######## block 1 ########
Block 1, metal layers overlaid:
Drawn at 4 px/um.
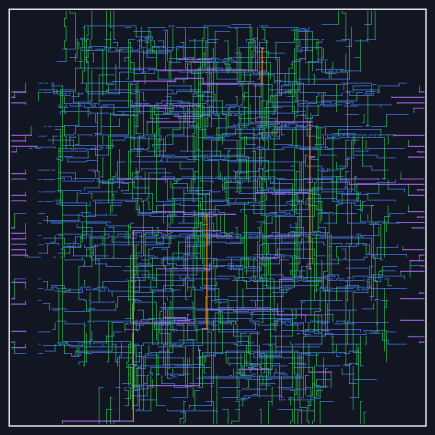
`src/rtl/common_pkg.sv`:
```
// Shared core constants: pipeline stage indices and the
// depth used when the elastic chain replaces the inter-stage registers.
package common_pkg;

    localparam int IF_ID           = 0;
    localparam int ID_EX           = 1;
    localparam int EX_MEM          = 2;
    localparam int MEM_WB          = 3;
    localparam int CORE_PIPE_DEPTH = 4;

endpackage

```
`src/rtl/pipe_slot.sv`:
```
// One elastic slot: a valid bit plus payload register.
// Loads from its predecessor on a move, otherwise keeps data and drops a killed entry.
module pipe_slot
    import common_pkg::*;
#(
    parameter int WIDTH = 32
) (
    input  logic             clk,
    input  logic             rst,
    input  logic             load,
    input  logic             kill,
    input  logic             src_valid,
    input  logic [WIDTH-1:0] src_data,
    output logic             valid,
    output logic             nxt_valid,
    output logic [WIDTH-1:0] data
);

    // next valid: take the incoming valid on a move, else survive unless killed
    always_comb begin
        nxt_valid = valid & ~kill;
        if (load) begin
            nxt_valid = src_valid;
        end
    end

    // slot register; payload only changes on a move
    always_ff @(posedge clk) begin
        if (!rst) begin
            valid <= 1'b0;
            data  <= '0;
        end else begin
            valid <= nxt_valid;
            if (load) begin
                data <= src_data;
            end
        end
    end

endmodule

```
`src/rtl/elastic_pipe.sv`:
```
// DEPTH-deep elastic register chain with valid/ready backpressure,
// global hold, per-slot flush and bubble compaction.
module elastic_pipe
    import common_pkg::*;
#(
    parameter  int WIDTH = 32,
    parameter  int DEPTH = CORE_PIPE_DEPTH,
    localparam int CNT_W = $clog2(DEPTH + 1)
) (
    input  logic             clk,
    input  logic             rst,
    input  logic             in_valid,
    output logic             in_ready,
    input  logic [WIDTH-1:0] in_data,
    output logic             out_valid,
    input  logic             out_ready,
    output logic [WIDTH-1:0] out_data,
    input  logic             hold,
    input  logic [DEPTH-1:0] flush,
    output logic [DEPTH-1:0] stage_valid,
    output logic [CNT_W-1:0] count
);

    logic [DEPTH-1:0] valid;
    logic [DEPTH-1:0] ev;
    logic [DEPTH-1:0] load;
    logic [DEPTH-1:0] src_valid;
    logic [DEPTH-1:0] nxt_valid;
    logic [DEPTH:0]   rdy;
    logic [WIDTH-1:0] data [DEPTH];
    logic [CNT_W-1:0] cnt_nxt;
    logic [CNT_W-1:0] count_q;

    // ready chain from the output back to slot 0; an empty or
    // flushed slot passes ready through, which compacts bubbles
    always_comb begin
        ev         = valid & ~flush;
        rdy        = '0;
        rdy[DEPTH] = out_ready;
        for (int i = DEPTH - 1; i >= 0; i--) begin
            rdy[i] = ~ev[i] | rdy[i+1];
        end
        load         = rdy[DEPTH-1:0] & {DEPTH{~hold}};
        src_valid    = '0;
        src_valid[0] = in_valid;
        for (int i = 1; i < DEPTH; i++) begin
            src_valid[i] = ev[i-1];
        end
    end

    for (genvar i = 0; i < DEPTH; i++) begin : g_slot
        logic [WIDTH-1:0] src_data;
        if (i == 0) begin : g_head
            assign src_data = in_data;
        end else begin : g_body
            assign src_data = data[i-1];
        end
        pipe_slot #(
            .WIDTH(WIDTH)
        ) u_slot (
            .clk      (clk),
            .rst      (rst),
            .load     (load[i]),
            .kill     (flush[i]),
            .src_valid(src_valid[i]),
            .src_data (src_data),
            .valid    (valid[i]),
            .nxt_valid(nxt_valid[i]),
            .data     (data[i])
        );
    end

    // popcount of the next-state valid vector
    always_comb begin
        cnt_nxt = '0;
        for (int i = 0; i < DEPTH; i++) begin
            cnt_nxt = cnt_nxt + CNT_W'(nxt_valid[i]);
        end
    end

    // occupancy register, updated alongside the slot valids
    always_ff @(posedge clk) begin
        if (!rst) begin
            count_q <= '0;
        end else begin
            count_q <= cnt_nxt;
        end
    end

    assign in_ready    = rst & ~hold & rdy[0];
    assign out_valid   = ~hold & ev[DEPTH-1];
    assign out_data    = data[DEPTH-1];
    assign stage_valid = valid;
    assign count       = count_q;

endmodule

```
`config.mk`:
```
export PLATFORM = sky130hd
export DESIGN_NAME = elastic_pipe
export DESIGN_NICKNAME = d
export VERILOG_FILES = /design/src/rtl/common_pkg.sv /design/src/rtl/pipe_slot.sv /design/src/rtl/elastic_pipe.sv
export SDC_FILE = /design/constraint.sdc
export NUM_CORES = 1
export LEC_CHECK = 0
export ABC_AREA = 1
export CAP_MARGIN = 25
export CORE_UTILIZATION = 50
export CTS_CLUSTER_SIZE = 40
export DETAILED_ROUTE_END_ITERATION = 6
export PLACE_DENSITY = 0.75
export SYNTH_ARGS = -nofsm -noshare
export SYNTH_HDL_FRONTEND = slang
export SYNTH_SLANG_ARGS = --single-unit
export TNS_END_PERCENT = 5
```
`constraint.sdc`:
```
create_clock -name clk -period 3.2 [get_ports clk]
set_input_delay 0.48 -clock clk [delete_from_list [all_inputs] [get_ports clk]]
set_output_delay 0.48 -clock clk [all_outputs]
set_load 0.1 [all_outputs]
```
==> CHANGELOG.md <==
### Implementation results

* Post-CTS resize count at 0
* Routed Antenna Nets at 0
* Simple-gate portion of the synthesized area at roughly 28%
* Busiest layer in global routing: met2
* Post-Syn Instances at a little under 700
* First-pass DRT Iterations at 5
* Met2 Use GR at between 30 and 40%
* Metal2 WL at between 4000 and 5000 um
* Worst hold path depth at 2
* Leak pwr at around 2.9 nW
* Tmin final at approximately 2.6 ns
* Non-filler instance count after layout at between 800 and 900
* PnR worst setup slack at 0.632 ns
* Area leader share at between 50% and 60%
* Seq Cell Count at approximately 140
* Synth Cell Area at about 0.0052 mm2
* Status: finished, final reports clean
* Aoi share at ~9.7%
* Final instance area at approximately 0.0066 mm2
* Psw at about 1.1 mW
* Comb area share at ~31%
* Clk pwr at 2.04 mW
* Root Driver: clkbuf_8
* Met3 track demand over resource at under 10%
* Reg-to-Reg End: count[1]
* Synth area leader: dfxtp_1
* Count of tool warnings at 26
* Site Rows at 36
* Sw frac at roughly 25%
* Count of final setup violators at 0
* Core area at 0.00991 mm2
* Wl on met1 at roughly 5000 um
* Port Buf Inserts at slightly above 80
* FF-to-FF Start: g_slot[2].u_slot.valid
* P&R area growth vs syn at 26.6%
* Mux cell area share at 0%
* Post-synthesis xor/xnor area fraction at 0%
* Seq area share at between 40 and 50%
* Crit path max-delay cell type: clkdlybuf4s50_1
* Routability Congestion at 0.778
## Picture notes: 'metal layers overlaid' of block 1
legend:
  orange:
    layer: met4
    wire_length: 131 um
  green:
    layer: met2
    wire_length: 4630 um
  purple:
    layer: met3
    wire_length: 532 um
  blue:
    layer: met1
    wire_length: 5020 um
GRT Util Overall: 20.1%
Total Wirelength: 10300 um
WL/cell: 11.6 um
Vias: 4305


######## block 2 ########
Block 2, logic cells by family:
Drawn at 3 px/um.
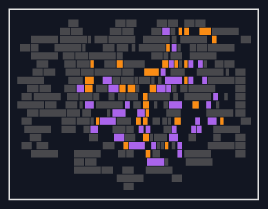
Block 2, supply network:
Drawn at 4 px/um. Pins as bars on the die edge.
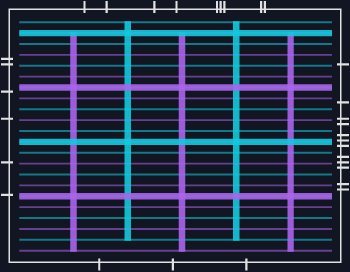
Block 2, clock nets:
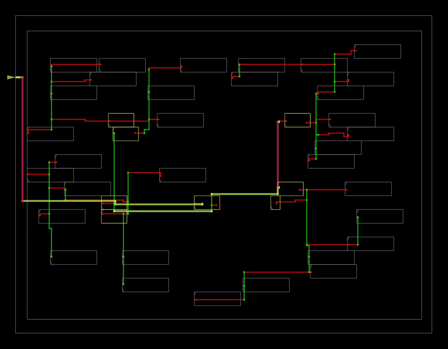
`src/rtl/cpu_alu_seq_pkg.sv`:
```
// cpu_alu_seq_pkg: opcode encodings and status-flag bit positions shared by the CPU datapath.
package cpu_alu_seq_pkg;

    typedef enum logic [1:0] {
        OP_PASS = 2'b00,
        OP_ADD  = 2'b01,
        OP_SUB  = 2'b10,
        OP_INC  = 2'b11
    } op_e;

    localparam int FLAG_N = 3;
    localparam int FLAG_Z = 2;
    localparam int FLAG_C = 1;
    localparam int FLAG_V = 0;

endpackage

```
`src/rtl/cpu_alu_seq.sv`:
```
// cpu_alu_seq: bus-fed 8-bit ALU sequencer; loads one or two operands, runs PASS/ADD/SUB/INC
// through a single 9-bit adder and holds the result and N/Z/C/V flags until the next operation.
module cpu_alu_seq
    import cpu_alu_seq_pkg::*;
(
    input  logic       clk,
    input  logic       rst_n,
    input  logic       start,
    input  logic [1:0] op,
    input  logic       carry_in,
    input  logic       abort,
    input  logic [7:0] bus_in,
    input  logic       bus_valid,
    output logic       ready,
    output logic [7:0] result,
    output logic       result_valid,
    output logic       flag_n,
    output logic       flag_z,
    output logic       flag_c,
    output logic       flag_v
);

    typedef enum logic [2:0] {
        S_IDLE,
        S_LOAD_A,
        S_LOAD_B,
        S_EXEC,
        S_DONE
    } state_e;

    state_e      r_state;
    state_e      w_next;
    op_e         r_op;
    logic        r_cin;
    logic [7:0]  r_a;
    logic [7:0]  r_b;
    logic [7:0]  r_result;
    logic [3:0]  r_flags;
    logic        w_two;
    logic [7:0]  w_b;
    logic        w_c0;
    logic [8:0]  w_sum;
    logic [7:0]  w_r;
    logic [3:0]  w_flags;

    assign w_two = (r_op == OP_ADD) || (r_op == OP_SUB);

    always_comb begin
        w_next = r_state;
        case (r_state)
            S_IDLE:   w_next = (start && !abort) ? S_LOAD_A : S_IDLE;
            S_LOAD_A: w_next = abort ? S_IDLE : !bus_valid ? S_LOAD_A : w_two ? S_LOAD_B : S_EXEC;
            S_LOAD_B: w_next = abort ? S_IDLE : bus_valid ? S_EXEC : S_LOAD_B;
            S_EXEC:   w_next = abort ? S_IDLE : S_DONE;
            default:  w_next = S_IDLE;
        endcase
    end

    // SUB reuses the adder as A + ~B + C; INC feeds a constant 1 with no carry-in
    always_comb begin
        w_b   = (r_op == OP_SUB) ? ~r_b : (r_op == OP_INC) ? 8'h01 : r_b;
        w_c0  = w_two & r_cin;
        w_sum = {1'b0, r_a} + {1'b0, w_b} + {8'b0, w_c0};
        w_r   = (r_op == OP_PASS) ? r_a : w_sum[7:0];
        w_flags         = r_flags;
        w_flags[FLAG_N] = w_r[7];
        w_flags[FLAG_Z] = (w_r == 8'h00);
        w_flags[FLAG_C] = w_two ? w_sum[8] : r_flags[FLAG_C];
        w_flags[FLAG_V] = w_two ? ((r_a[7] == w_b[7]) && (w_r[7] != r_a[7])) : r_flags[FLAG_V];
    end

    always_ff @(posedge clk or negedge rst_n) begin
        if (!rst_n) begin
            r_state  <= S_IDLE;
            r_op     <= OP_PASS;
            r_cin    <= 1'b0;
            r_a      <= 8'h00;
            r_b      <= 8'h00;
            r_result <= 8'h00;
            r_flags  <= 4'h0;
        end else begin
            r_state <= w_next;
            if (r_state == S_IDLE && start && !abort) begin
                r_op  <= op_e'(op);
                r_cin <= carry_in;
            end
            if (r_state == S_LOAD_A && bus_valid && !abort)
                r_a <= bus_in;
            if (r_state == S_LOAD_B && bus_valid && !abort)
                r_b <= bus_in;
            if (r_state == S_EXEC && !abort) begin
                r_result <= w_r;
                r_flags  <= w_flags;
            end
        end
    end

    assign ready        = (r_state == S_IDLE);
    assign result_valid = (r_state == S_DONE);
    assign result       = r_result;
    assign flag_n       = r_flags[FLAG_N];
    assign flag_z       = r_flags[FLAG_Z];
    assign flag_c       = r_flags[FLAG_C];
    assign flag_v       = r_flags[FLAG_V];

endmodule

```
`config.mk`:
```
export PLATFORM = sky130hd
export DESIGN_NAME = cpu_alu_seq
export DESIGN_NICKNAME = d
export VERILOG_FILES = /design/src/rtl/cpu_alu_seq_pkg.sv /design/src/rtl/cpu_alu_seq.sv
export SDC_FILE = /design/constraint.sdc
export NUM_CORES = 1
export LEC_CHECK = 0
export ABC_AREA = 0
export CAP_MARGIN = 20
export CORE_ASPECT_RATIO = 0.75
export CORE_MARGIN = 2
export CORE_UTILIZATION = 45
export DETAILED_ROUTE_END_ITERATION = 7
export PLACE_DENSITY = 0.78
export SETUP_SLACK_MARGIN = 0.4
export SYNTH_ARGS = -nofsm -noshare
export SYNTH_HDL_FRONTEND = slang
export SYNTH_SLANG_ARGS = --single-unit
export TNS_END_PERCENT = 100
```
`constraint.sdc`:
```
create_clock -name clk -period 8.2 [get_ports clk]
set_input_delay 1.23 -clock clk [delete_from_list [all_inputs] [get_ports clk]]
set_output_delay 1.23 -clock clk [all_outputs]
set_load 0.02 [all_outputs]
```
==> CHANGELOG.md <==
### Implementation results

* Startpoint types: flop
* Logic cell area at around 0.0012 mm2
* Status: finished, final reports clean
* Setup CP Type: reg2reg
* Final setup TNS at 0 ns
* Worst Path Arrival at 3.47 ns
* Cell-internal power at between 0.5 and 0.6 mW
* Initial antenna violation count at 0
* Tmin final at 3.28 ns
* Deepest level of the CTS H-tree at 2
* Max Freq at roughly 300 MHz
* Hold Slack at roughly 0.48 ns
* Layout cells sized above 1 at 22.2%
* CP max stage delay at 0.46 ns
* Num tapcells at about 57
* Placed Instance Area at 0.00242 mm2
* Levels on crit path at 11
* Dpl cells at 279
Notes on 'logic cells by family' of block 2 above:
legend:
  purple:
    family: inverting AOI/OAI gates
    cells: 37
  orange:
    family: NOR gates
    cells: 30
non-filler instance count after layout: 287
Top cell excl fill/tap: dfrtp_1
Comb area share: 47.0%

Notes on 'supply network' of block 2 above:
legend:
  purple:
    net: VSS
  cyan:
    net: VDD
met5 straps: 4
met1 rails: 22
met4 straps: 5
rows: 21
worst vdd ir: 0.221 mV
core area: 0.00447 mm2
die width: 82.5 um

Notes on 'clock nets' of block 2 above:
Clock buffer cells: 7
clk pwr: 0.133 mW
clock sinks: 33
Clock Skew: 0.00392 ns


######## block 3 ########
Block 3, clock nets:
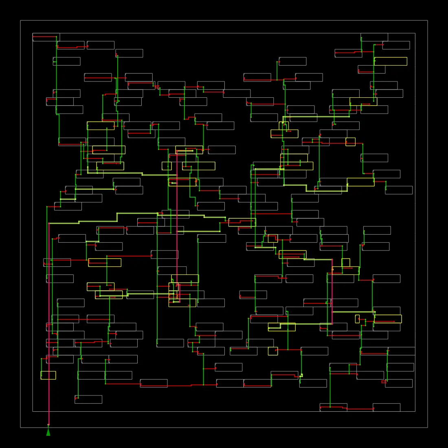
`src/rtl/mm_result_drain.sv`:
```
// Result drain: snapshots the N*N accumulator/exponent results when done rises,
// then streams them row-major over valid/ready. The optional out_parity port is built when DRAIN_PARITY_EN is defined.
module mm_result_drain #(
    parameter int ACC_WIDTH = 32,
    parameter int EXP_WIDTH = 5,
    parameter int N         = 2,
    parameter int IDX_W     = ((N * N) > 1) ? $clog2(N * N) : 1
) (
    input  logic                         clk,
    input  logic                         rst,
    input  logic                         done,
    input  logic [N*N*ACC_WIDTH-1:0]     acc_in,
    input  logic [N*N*EXP_WIDTH-1:0]     exp_in,
    output logic                         out_valid,
    input  logic                         out_ready,
    output logic [ACC_WIDTH-1:0]         out_acc,
    output logic [EXP_WIDTH-1:0]         out_exp,
    output logic [IDX_W-1:0]             out_idx,
    output logic                         out_last,
    output logic                         busy,
    output logic                         overrun
`ifdef DRAIN_PARITY_EN
    ,
    output logic                         out_parity
`endif
);

    localparam int NE = N * N;

    typedef enum logic [0:0] {
        IDLE  = 1'b0,
        DRAIN = 1'b1
    } state_e;

    state_e                 state_q, state_d;
    logic                   done_q;
    logic [IDX_W-1:0]       idx_q, idx_d;
    logic                   overrun_q, overrun_d;
    logic [ACC_WIDTH-1:0]   acc_buf_q [NE];
    logic [ACC_WIDTH-1:0]   acc_buf_d [NE];
    logic [EXP_WIDTH-1:0]   exp_buf_q [NE];
    logic [EXP_WIDTH-1:0]   exp_buf_d [NE];

    logic                   done_rise_s;
    logic                   capture_s;
    logic                   busy_s;
    logic                   last_s;
    logic                   handshake_s;

    function automatic logic parity_f(input logic [EXP_WIDTH+ACC_WIDTH-1:0] v);
        return ^v;
    endfunction

    // Rising-edge detect on the level done and decode of the current element.
    always_comb begin
        done_rise_s = done & ~done_q;
        busy_s      = (state_q == DRAIN);
        last_s      = busy_s && (idx_q == IDX_W'(NE - 1));
        handshake_s = busy_s & out_ready;
    end

    // Next-state logic: capture in IDLE, walk the buffer in DRAIN, flag late jobs.
    always_comb begin
        state_d   = state_q;
        idx_d     = idx_q;
        overrun_d = overrun_q;
        capture_s = 1'b0;
        case (state_q)
            IDLE: begin
                if (done_rise_s) begin
                    capture_s = 1'b1;
                    state_d   = DRAIN;
                    idx_d     = {IDX_W{1'b0}};
                end else begin
                    state_d   = IDLE;
                end
            end
            DRAIN: begin
                // A completion arriving mid-drain (even on the final beat) is dropped.
                if (done_rise_s) begin
                    overrun_d = 1'b1;
                end else begin
                    overrun_d = overrun_q;
                end
                if (handshake_s && last_s) begin
                    state_d = IDLE;
                    idx_d   = {IDX_W{1'b0}};
                end else if (handshake_s) begin
                    idx_d   = idx_q + IDX_W'(1);
                end else begin
                    idx_d   = idx_q;
                end
            end
            default: begin
                state_d = IDLE;
                idx_d   = {IDX_W{1'b0}};
            end
        endcase
    end

    // Snapshot buffer next value: whole result set replaced only on capture.
    always_comb begin
        acc_buf_d = acc_buf_q;
        exp_buf_d = exp_buf_q;
        if (capture_s) begin
            for (int e = 0; e < NE; e++) begin
                acc_buf_d[e] = acc_in[e*ACC_WIDTH +: ACC_WIDTH];
                exp_buf_d[e] = exp_in[e*EXP_WIDTH +: EXP_WIDTH];
            end
        end else begin
            acc_buf_d = acc_buf_q;
            exp_buf_d = exp_buf_q;
        end
    end

    // Control state registers.
    always_ff @(posedge clk or negedge rst) begin
        if (!rst) begin
            state_q   <= IDLE;
            done_q    <= 1'b0;
            idx_q     <= {IDX_W{1'b0}};
            overrun_q <= 1'b0;
        end else begin
            state_q   <= state_d;
            done_q    <= done;
            idx_q     <= idx_d;
            overrun_q <= overrun_d;
        end
    end

    // Result buffer registers.
    always_ff @(posedge clk or negedge rst) begin
        if (!rst) begin
            for (int e = 0; e < NE; e++) begin
                acc_buf_q[e] <= {ACC_WIDTH{1'b0}};
                exp_buf_q[e] <= {EXP_WIDTH{1'b0}};
            end
        end else begin
            acc_buf_q <= acc_buf_d;
            exp_buf_q <= exp_buf_d;
        end
    end

    // Output view: buffered element while draining, zeros otherwise.
    always_comb begin
        out_valid = busy_s;
        busy      = busy_s;
        out_idx   = idx_q;
        out_last  = last_s;
        overrun   = overrun_q;
        if (busy_s) begin
            out_acc = acc_buf_q[idx_q];
            out_exp = exp_buf_q[idx_q];
        end else begin
            out_acc = {ACC_WIDTH{1'b0}};
            out_exp = {EXP_WIDTH{1'b0}};
        end
`ifdef DRAIN_PARITY_EN
        out_parity = parity_f({out_exp, out_acc});
`endif
    end

endmodule

```
`config.mk`:
```
export PLATFORM = sky130hd
export DESIGN_NAME = mm_result_drain
export DESIGN_NICKNAME = d
export VERILOG_FILES = /design/src/rtl/mm_result_drain.sv
export SDC_FILE = /design/constraint.sdc
export NUM_CORES = 1
export LEC_CHECK = 0
export ABC_AREA = 1
export CORE_MARGIN = 4
export CORE_UTILIZATION = 45
export DETAILED_ROUTE_END_ITERATION = 12
export HOLD_SLACK_MARGIN = 0.03
export PLACE_DENSITY = 0.75
export SYNTH_ARGS = -nofsm -noshare
export SYNTH_HDL_FRONTEND = slang
export SYNTH_SLANG_ARGS = --single-unit
```
`constraint.sdc`:
```
create_clock -name clk -period 1.2 [get_ports clk]
set_input_delay 0.18 -clock clk [delete_from_list [all_inputs] [get_ports clk]]
set_output_delay 0.18 -clock clk [all_outputs]
set_load 0.01 [all_outputs]
```
==> CHANGELOG.md <==
### Implementation results

* Status: finished, violations left
* Violated checks: setup timing
* Worst vdd ir at between 1.5 and 2 mV
* Die width at around 140 um
* WP data required at 1.02 ns
* Area reported by Yosys stat at 0.00756 mm2
* Count of final setup violators at approximately 190
* Post-layout period usage at 160%
* PnR worst setup slack at -0.723 ns
* Fp_density at roughly 46%
* Non-clk buf share at about a third
* Register with the most flip-flops: acc_buf_q
* Storage element area at 0.00383 mm2
* Synth area leader: dfrtp_1
* # hold bufs at CTS at 1
* Placed Instance Area at between 0.01 and 0.015 mm2
* Inverters at roughly 150
* Vias at between 8000 and 9000
* Total Power at 36.5 mW
* Site Rows at ~47
* Vias per cell at approximately 5.5
* Asr flop ratio synth at 100%
* Simple-gate portion of the synthesized area at about a fifth
* Power per standard cell area at between 2000 and 2500 mW/mm2
* CP max stage delay at around 0.45 ns
* Slew headroom at about two thirds
* Post-route DRC at 0
* Max Freq at 520 MHz
* Layout cells sized above 1 at between 50% and 60%
* Aoi share at roughly 16%
* Busiest layer in global routing: met2
* Routability Congestion at roughly 0.82
* Final instance area at ~0.015 mm2
* Setup CP Type: reg2out
* Deepest level of the CTS H-tree at 4
Notes on 'clock nets' of block 3 above:
Latency at later pin: 0.43 ns
Clock Skew: 0.00759 ns


######## block 4 ########
$ cat src/rtl/fu_lza_pkg.sv
// Shared widths, result record and helpers for the pipelined LZA leading-one encoder.
package fu_lza_pkg;

  localparam int EDGE_W = 163;
  localparam int GRP_W  = 16;
  localparam int NGRP   = 11;
  localparam int AMT_W  = 8;
  localparam int TAG_W  = 4;
  localparam int PAD_W  = NGRP * GRP_W;

  typedef struct packed {
    logic [AMT_W-1:0] amt;
    logic             zero;
    logic             clamped;
    logic [TAG_W-1:0] tag;
  } lza_res_t;

  // Bit index of the first position covered by group g.
  function automatic logic [AMT_W-1:0] grp_base(input int g);
    return AMT_W'(g * GRP_W);
  endfunction

endpackage

$ cat src/rtl/fu_lza_enc16.sv
// 16-bit combinational leading-one encoder; index 0 is the leftmost (highest priority) bit.
module fu_lza_enc16 (
  input  logic [15:0] vec,
  output logic        any,
  output logic [3:0]  pos
);

  always_comb begin
    any = |vec;
    pos = '0;
    // Scan downward so the lowest set index is the last one written.
    for (int j = 15; j >= 0; j--) begin
      if (vec[j]) pos = 4'(j);
    end
  end

endmodule

$ cat src/rtl/fu_lza_enc.sv
// Two-stage leading-one encoder: S1 encodes 16-bit groups, S2 picks the first group and clamps.
module fu_lza_enc
  import fu_lza_pkg::*;
(
  input  logic                 nclk,
  input  logic                 rst_b,
  input  logic                 in_valid,
  output logic                 in_ready,
  input  logic [0:EDGE_W-1]    edge_vec,
  input  logic [AMT_W-1:0]     lz_max,
  input  logic [TAG_W-1:0]     in_tag,
  output logic                 out_valid,
  input  logic                 out_ready,
  output logic [AMT_W-1:0]     lz_amt,
  output logic                 lz_zero,
  output logic                 lz_clamped,
  output logic [TAG_W-1:0]     out_tag
);

  logic s1_v_d, s1_v_q;
  logic s2_v_d, s2_v_q;
  logic s1_load, s2_load;

  logic [PAD_W-1:0]            pad_vec;
  logic [NGRP-1:0]             any_enc;
  logic [NGRP-1:0][3:0]        pos_enc;

  logic [NGRP-1:0]             s1_any_d, s1_any_q;
  logic [NGRP-1:0][3:0]        s1_pos_d, s1_pos_q;
  logic [AMT_W-1:0]            s1_max_d, s1_max_q;
  logic [TAG_W-1:0]            s1_tag_d, s1_tag_q;

  lza_res_t                    res_d, res_q;
  logic                        found;
  logic [AMT_W-1:0]            raw;

  // Handshake
  always_comb begin
    s2_load  = s1_v_q & (~s2_v_q | out_ready);
    in_ready = ~s1_v_q | s2_load;
    s1_load  = in_valid & in_ready;

    s1_v_d = s1_v_q;
    if (s1_load)      s1_v_d = 1'b1;
    else if (s2_load) s1_v_d = 1'b0;

    s2_v_d = s2_v_q;
    if (s2_load)        s2_v_d = 1'b1;
    else if (out_ready) s2_v_d = 1'b0;
  end

  always_ff @(posedge nclk or negedge rst_b) begin
    if (!rst_b) begin
      s1_v_q <= 1'b0;
      s2_v_q <= 1'b0;
    end else begin
      s1_v_q <= s1_v_d;
      s2_v_q <= s2_v_d;
    end
  end

  // Stage 1: pad to a whole number of groups and encode each group.
  always_comb begin
    pad_vec = '0;
    for (int i = 0; i < EDGE_W; i++) begin
      pad_vec[i] = edge_vec[i];
    end
  end

  for (genvar g = 0; g < NGRP; g++) begin : g_grp
    fu_lza_enc16 u_enc16 (
      .vec (pad_vec[g*GRP_W +: GRP_W]),
      .any (any_enc[g]),
      .pos (pos_enc[g])
    );
  end

  always_comb begin
    s1_any_d = s1_any_q;
    s1_pos_d = s1_pos_q;
    s1_max_d = s1_max_q;
    s1_tag_d = s1_tag_q;
    if (s1_load) begin
      s1_any_d = any_enc;
      s1_pos_d = pos_enc;
      s1_max_d = lz_max;
      s1_tag_d = in_tag;
    end
  end

  always_ff @(posedge nclk) begin
    s1_any_q <= s1_any_d;
    s1_pos_q <= s1_pos_d;
    s1_max_q <= s1_max_d;
    s1_tag_q <= s1_tag_d;
  end

  // Stage 2: first non-empty group wins, then clamp against the caller's ceiling.
  always_comb begin
    found = 1'b0;
    raw   = '0;
    for (int g = NGRP - 1; g >= 0; g--) begin
      if (s1_any_q[g]) begin
        found = 1'b1;
        raw   = grp_base(g) + AMT_W'(s1_pos_q[g]);
      end
    end

    res_d = res_q;
    if (s2_load) begin
      res_d.tag     = s1_tag_q;
      res_d.zero    = ~found;
      res_d.clamped = found & (raw > s1_max_q);
      if (!found)             res_d.amt = '0;
      else if (raw > s1_max_q) res_d.amt = s1_max_q;
      else                     res_d.amt = raw;
    end
  end

  always_ff @(posedge nclk or negedge rst_b) begin
    if (!rst_b) res_q <= '0;
    else        res_q <= res_d;
  end

  assign out_valid  = s2_v_q;
  assign lz_amt     = res_q.amt;
  assign lz_zero    = res_q.zero;
  assign lz_clamped = res_q.clamped;
  assign out_tag    = res_q.tag;

endmodule

$ cat config.mk
export PLATFORM = sky130hd
export DESIGN_NAME = fu_lza_enc
export DESIGN_NICKNAME = d
export VERILOG_FILES = /design/src/rtl/fu_lza_pkg.sv /design/src/rtl/fu_lza_enc16.sv /design/src/rtl/fu_lza_enc.sv
export SDC_FILE = /design/constraint.sdc
export NUM_CORES = 1
export LEC_CHECK = 0
export CORE_ASPECT_RATIO = 2
export CORE_UTILIZATION = 41
export DETAILED_ROUTE_END_ITERATION = 12
export GPL_ROUTABILITY_DRIVEN = 1
export GPL_TIMING_DRIVEN = 0
export HOLD_SLACK_MARGIN = 0.15
export MAX_ROUTING_LAYER = met4
export PLACE_DENSITY = 0.83
export SYNTH_ARGS = -nofsm -noshare
export SYNTH_HDL_FRONTEND = slang
export SYNTH_SLANG_ARGS = --single-unit
$ cat constraint.sdc
create_clock -name nclk -period 2.7 [get_ports nclk]
set_input_delay 0.27 -clock nclk [delete_from_list [all_inputs] [get_ports nclk]]
set_output_delay 0.27 -clock nclk [all_outputs]
set_load 0.02 [all_outputs]
Block 4, clock distribution:
Drawn at 2 px/um.
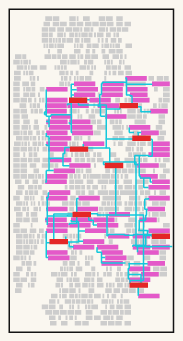
legend:
  red:
    item: cells driving clock nets
    count: 9
  cyan:
    item: clock wires
    length: 865 um
  magenta:
    item: flip-flops
    count: 81
routed clock nets: 10
clk pwr: 1.20 mW
clock network power share: 35.3%
Latency at later pin: 0.34 ns
Clock Skew: 0.00610 ns

Block 4, supply network:
Drawn at 3 px/um. Pins as bars on the die edge.
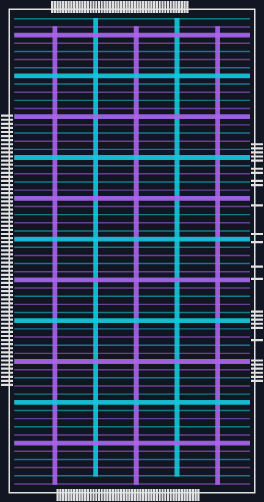
legend:
  cyan:
    net: VDD
  purple:
    net: VSS
met4 straps: 5
signal pins: 195
Die H: 161 um
worst vdd ir: 0.611 mV
core area: 0.0122 mm2

Block 4, clock nets:
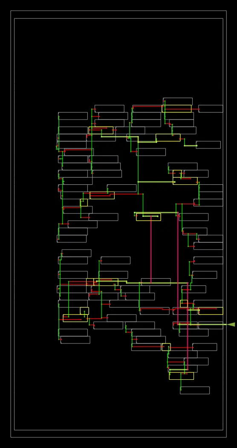
Seq Cell Count: 81
clock sinks: 81
CTS Buf Count: 9
Clock buffer cells: 9

==> CHANGELOG.md <==
### Implementation results

* Top comb family, area: simple AND/OR/NAND/NOR gates
* Wl on met1 at approximately 4600 um
* P&R area growth vs syn at 52.3%
* Violated checks: setup timing
* Aoi share at a little over a fifth
* Yosys warnings at 0
* Total Power at between 3 and 4 mW
* Register with the most flip-flops: s1_pos_q
* Count of final setup violators at 4
* Crit path max fanout at 8
* Status: finished, violations left
* FF-to-FF Start: s1_any_q[8]
* Hold Crit Class: in2async
* Max layer used: met4
* CP Cell Sequence: buf_6 -> a21oi_2 -> a221o_1 -> nand4_1 -> a221oi_2 -> a21oi_1 -> ha_1 -> a21oi_2 -> nor4bb_4 -> nor2_4 -> o31ai_2
* Reg-to-Reg End: lz_amt[2]
* CTS Buffer Depth at 2
* Worst Path Arrival at a little under 3 ns
* RSZ-0062 raised after global routing: true
* Slew headroom at 43.6%
* CP Buf/Inv Count at 1
* PnR worst setup slack at -0.0229 ns


==> screenshots <==
Logic cells by family.
panel A
Drawn at 2 px/um.
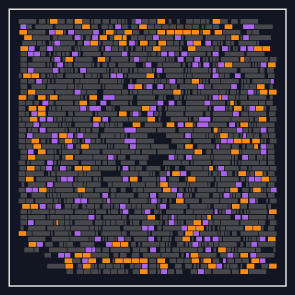
panel B
Drawn at 2 px/um.
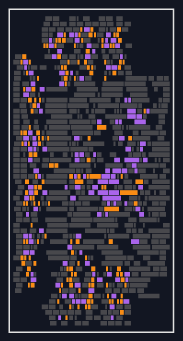
panel C
Drawn at 3 px/um.
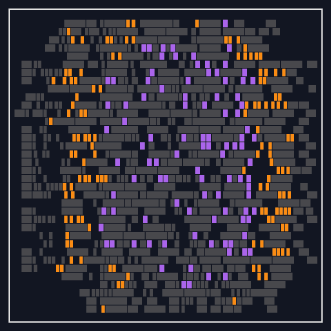
Panel B is block 4.
Panel A is block 3.
Panel C is block 1.

Key to panel C:
legend:
  purple:
    family: inverting AOI/OAI gates
    cells: 100
  orange:
    family: NOR gates
    cells: 129
    where: widely spread

Power figures rest on the tool's default switching activity, not on a simulated workload.
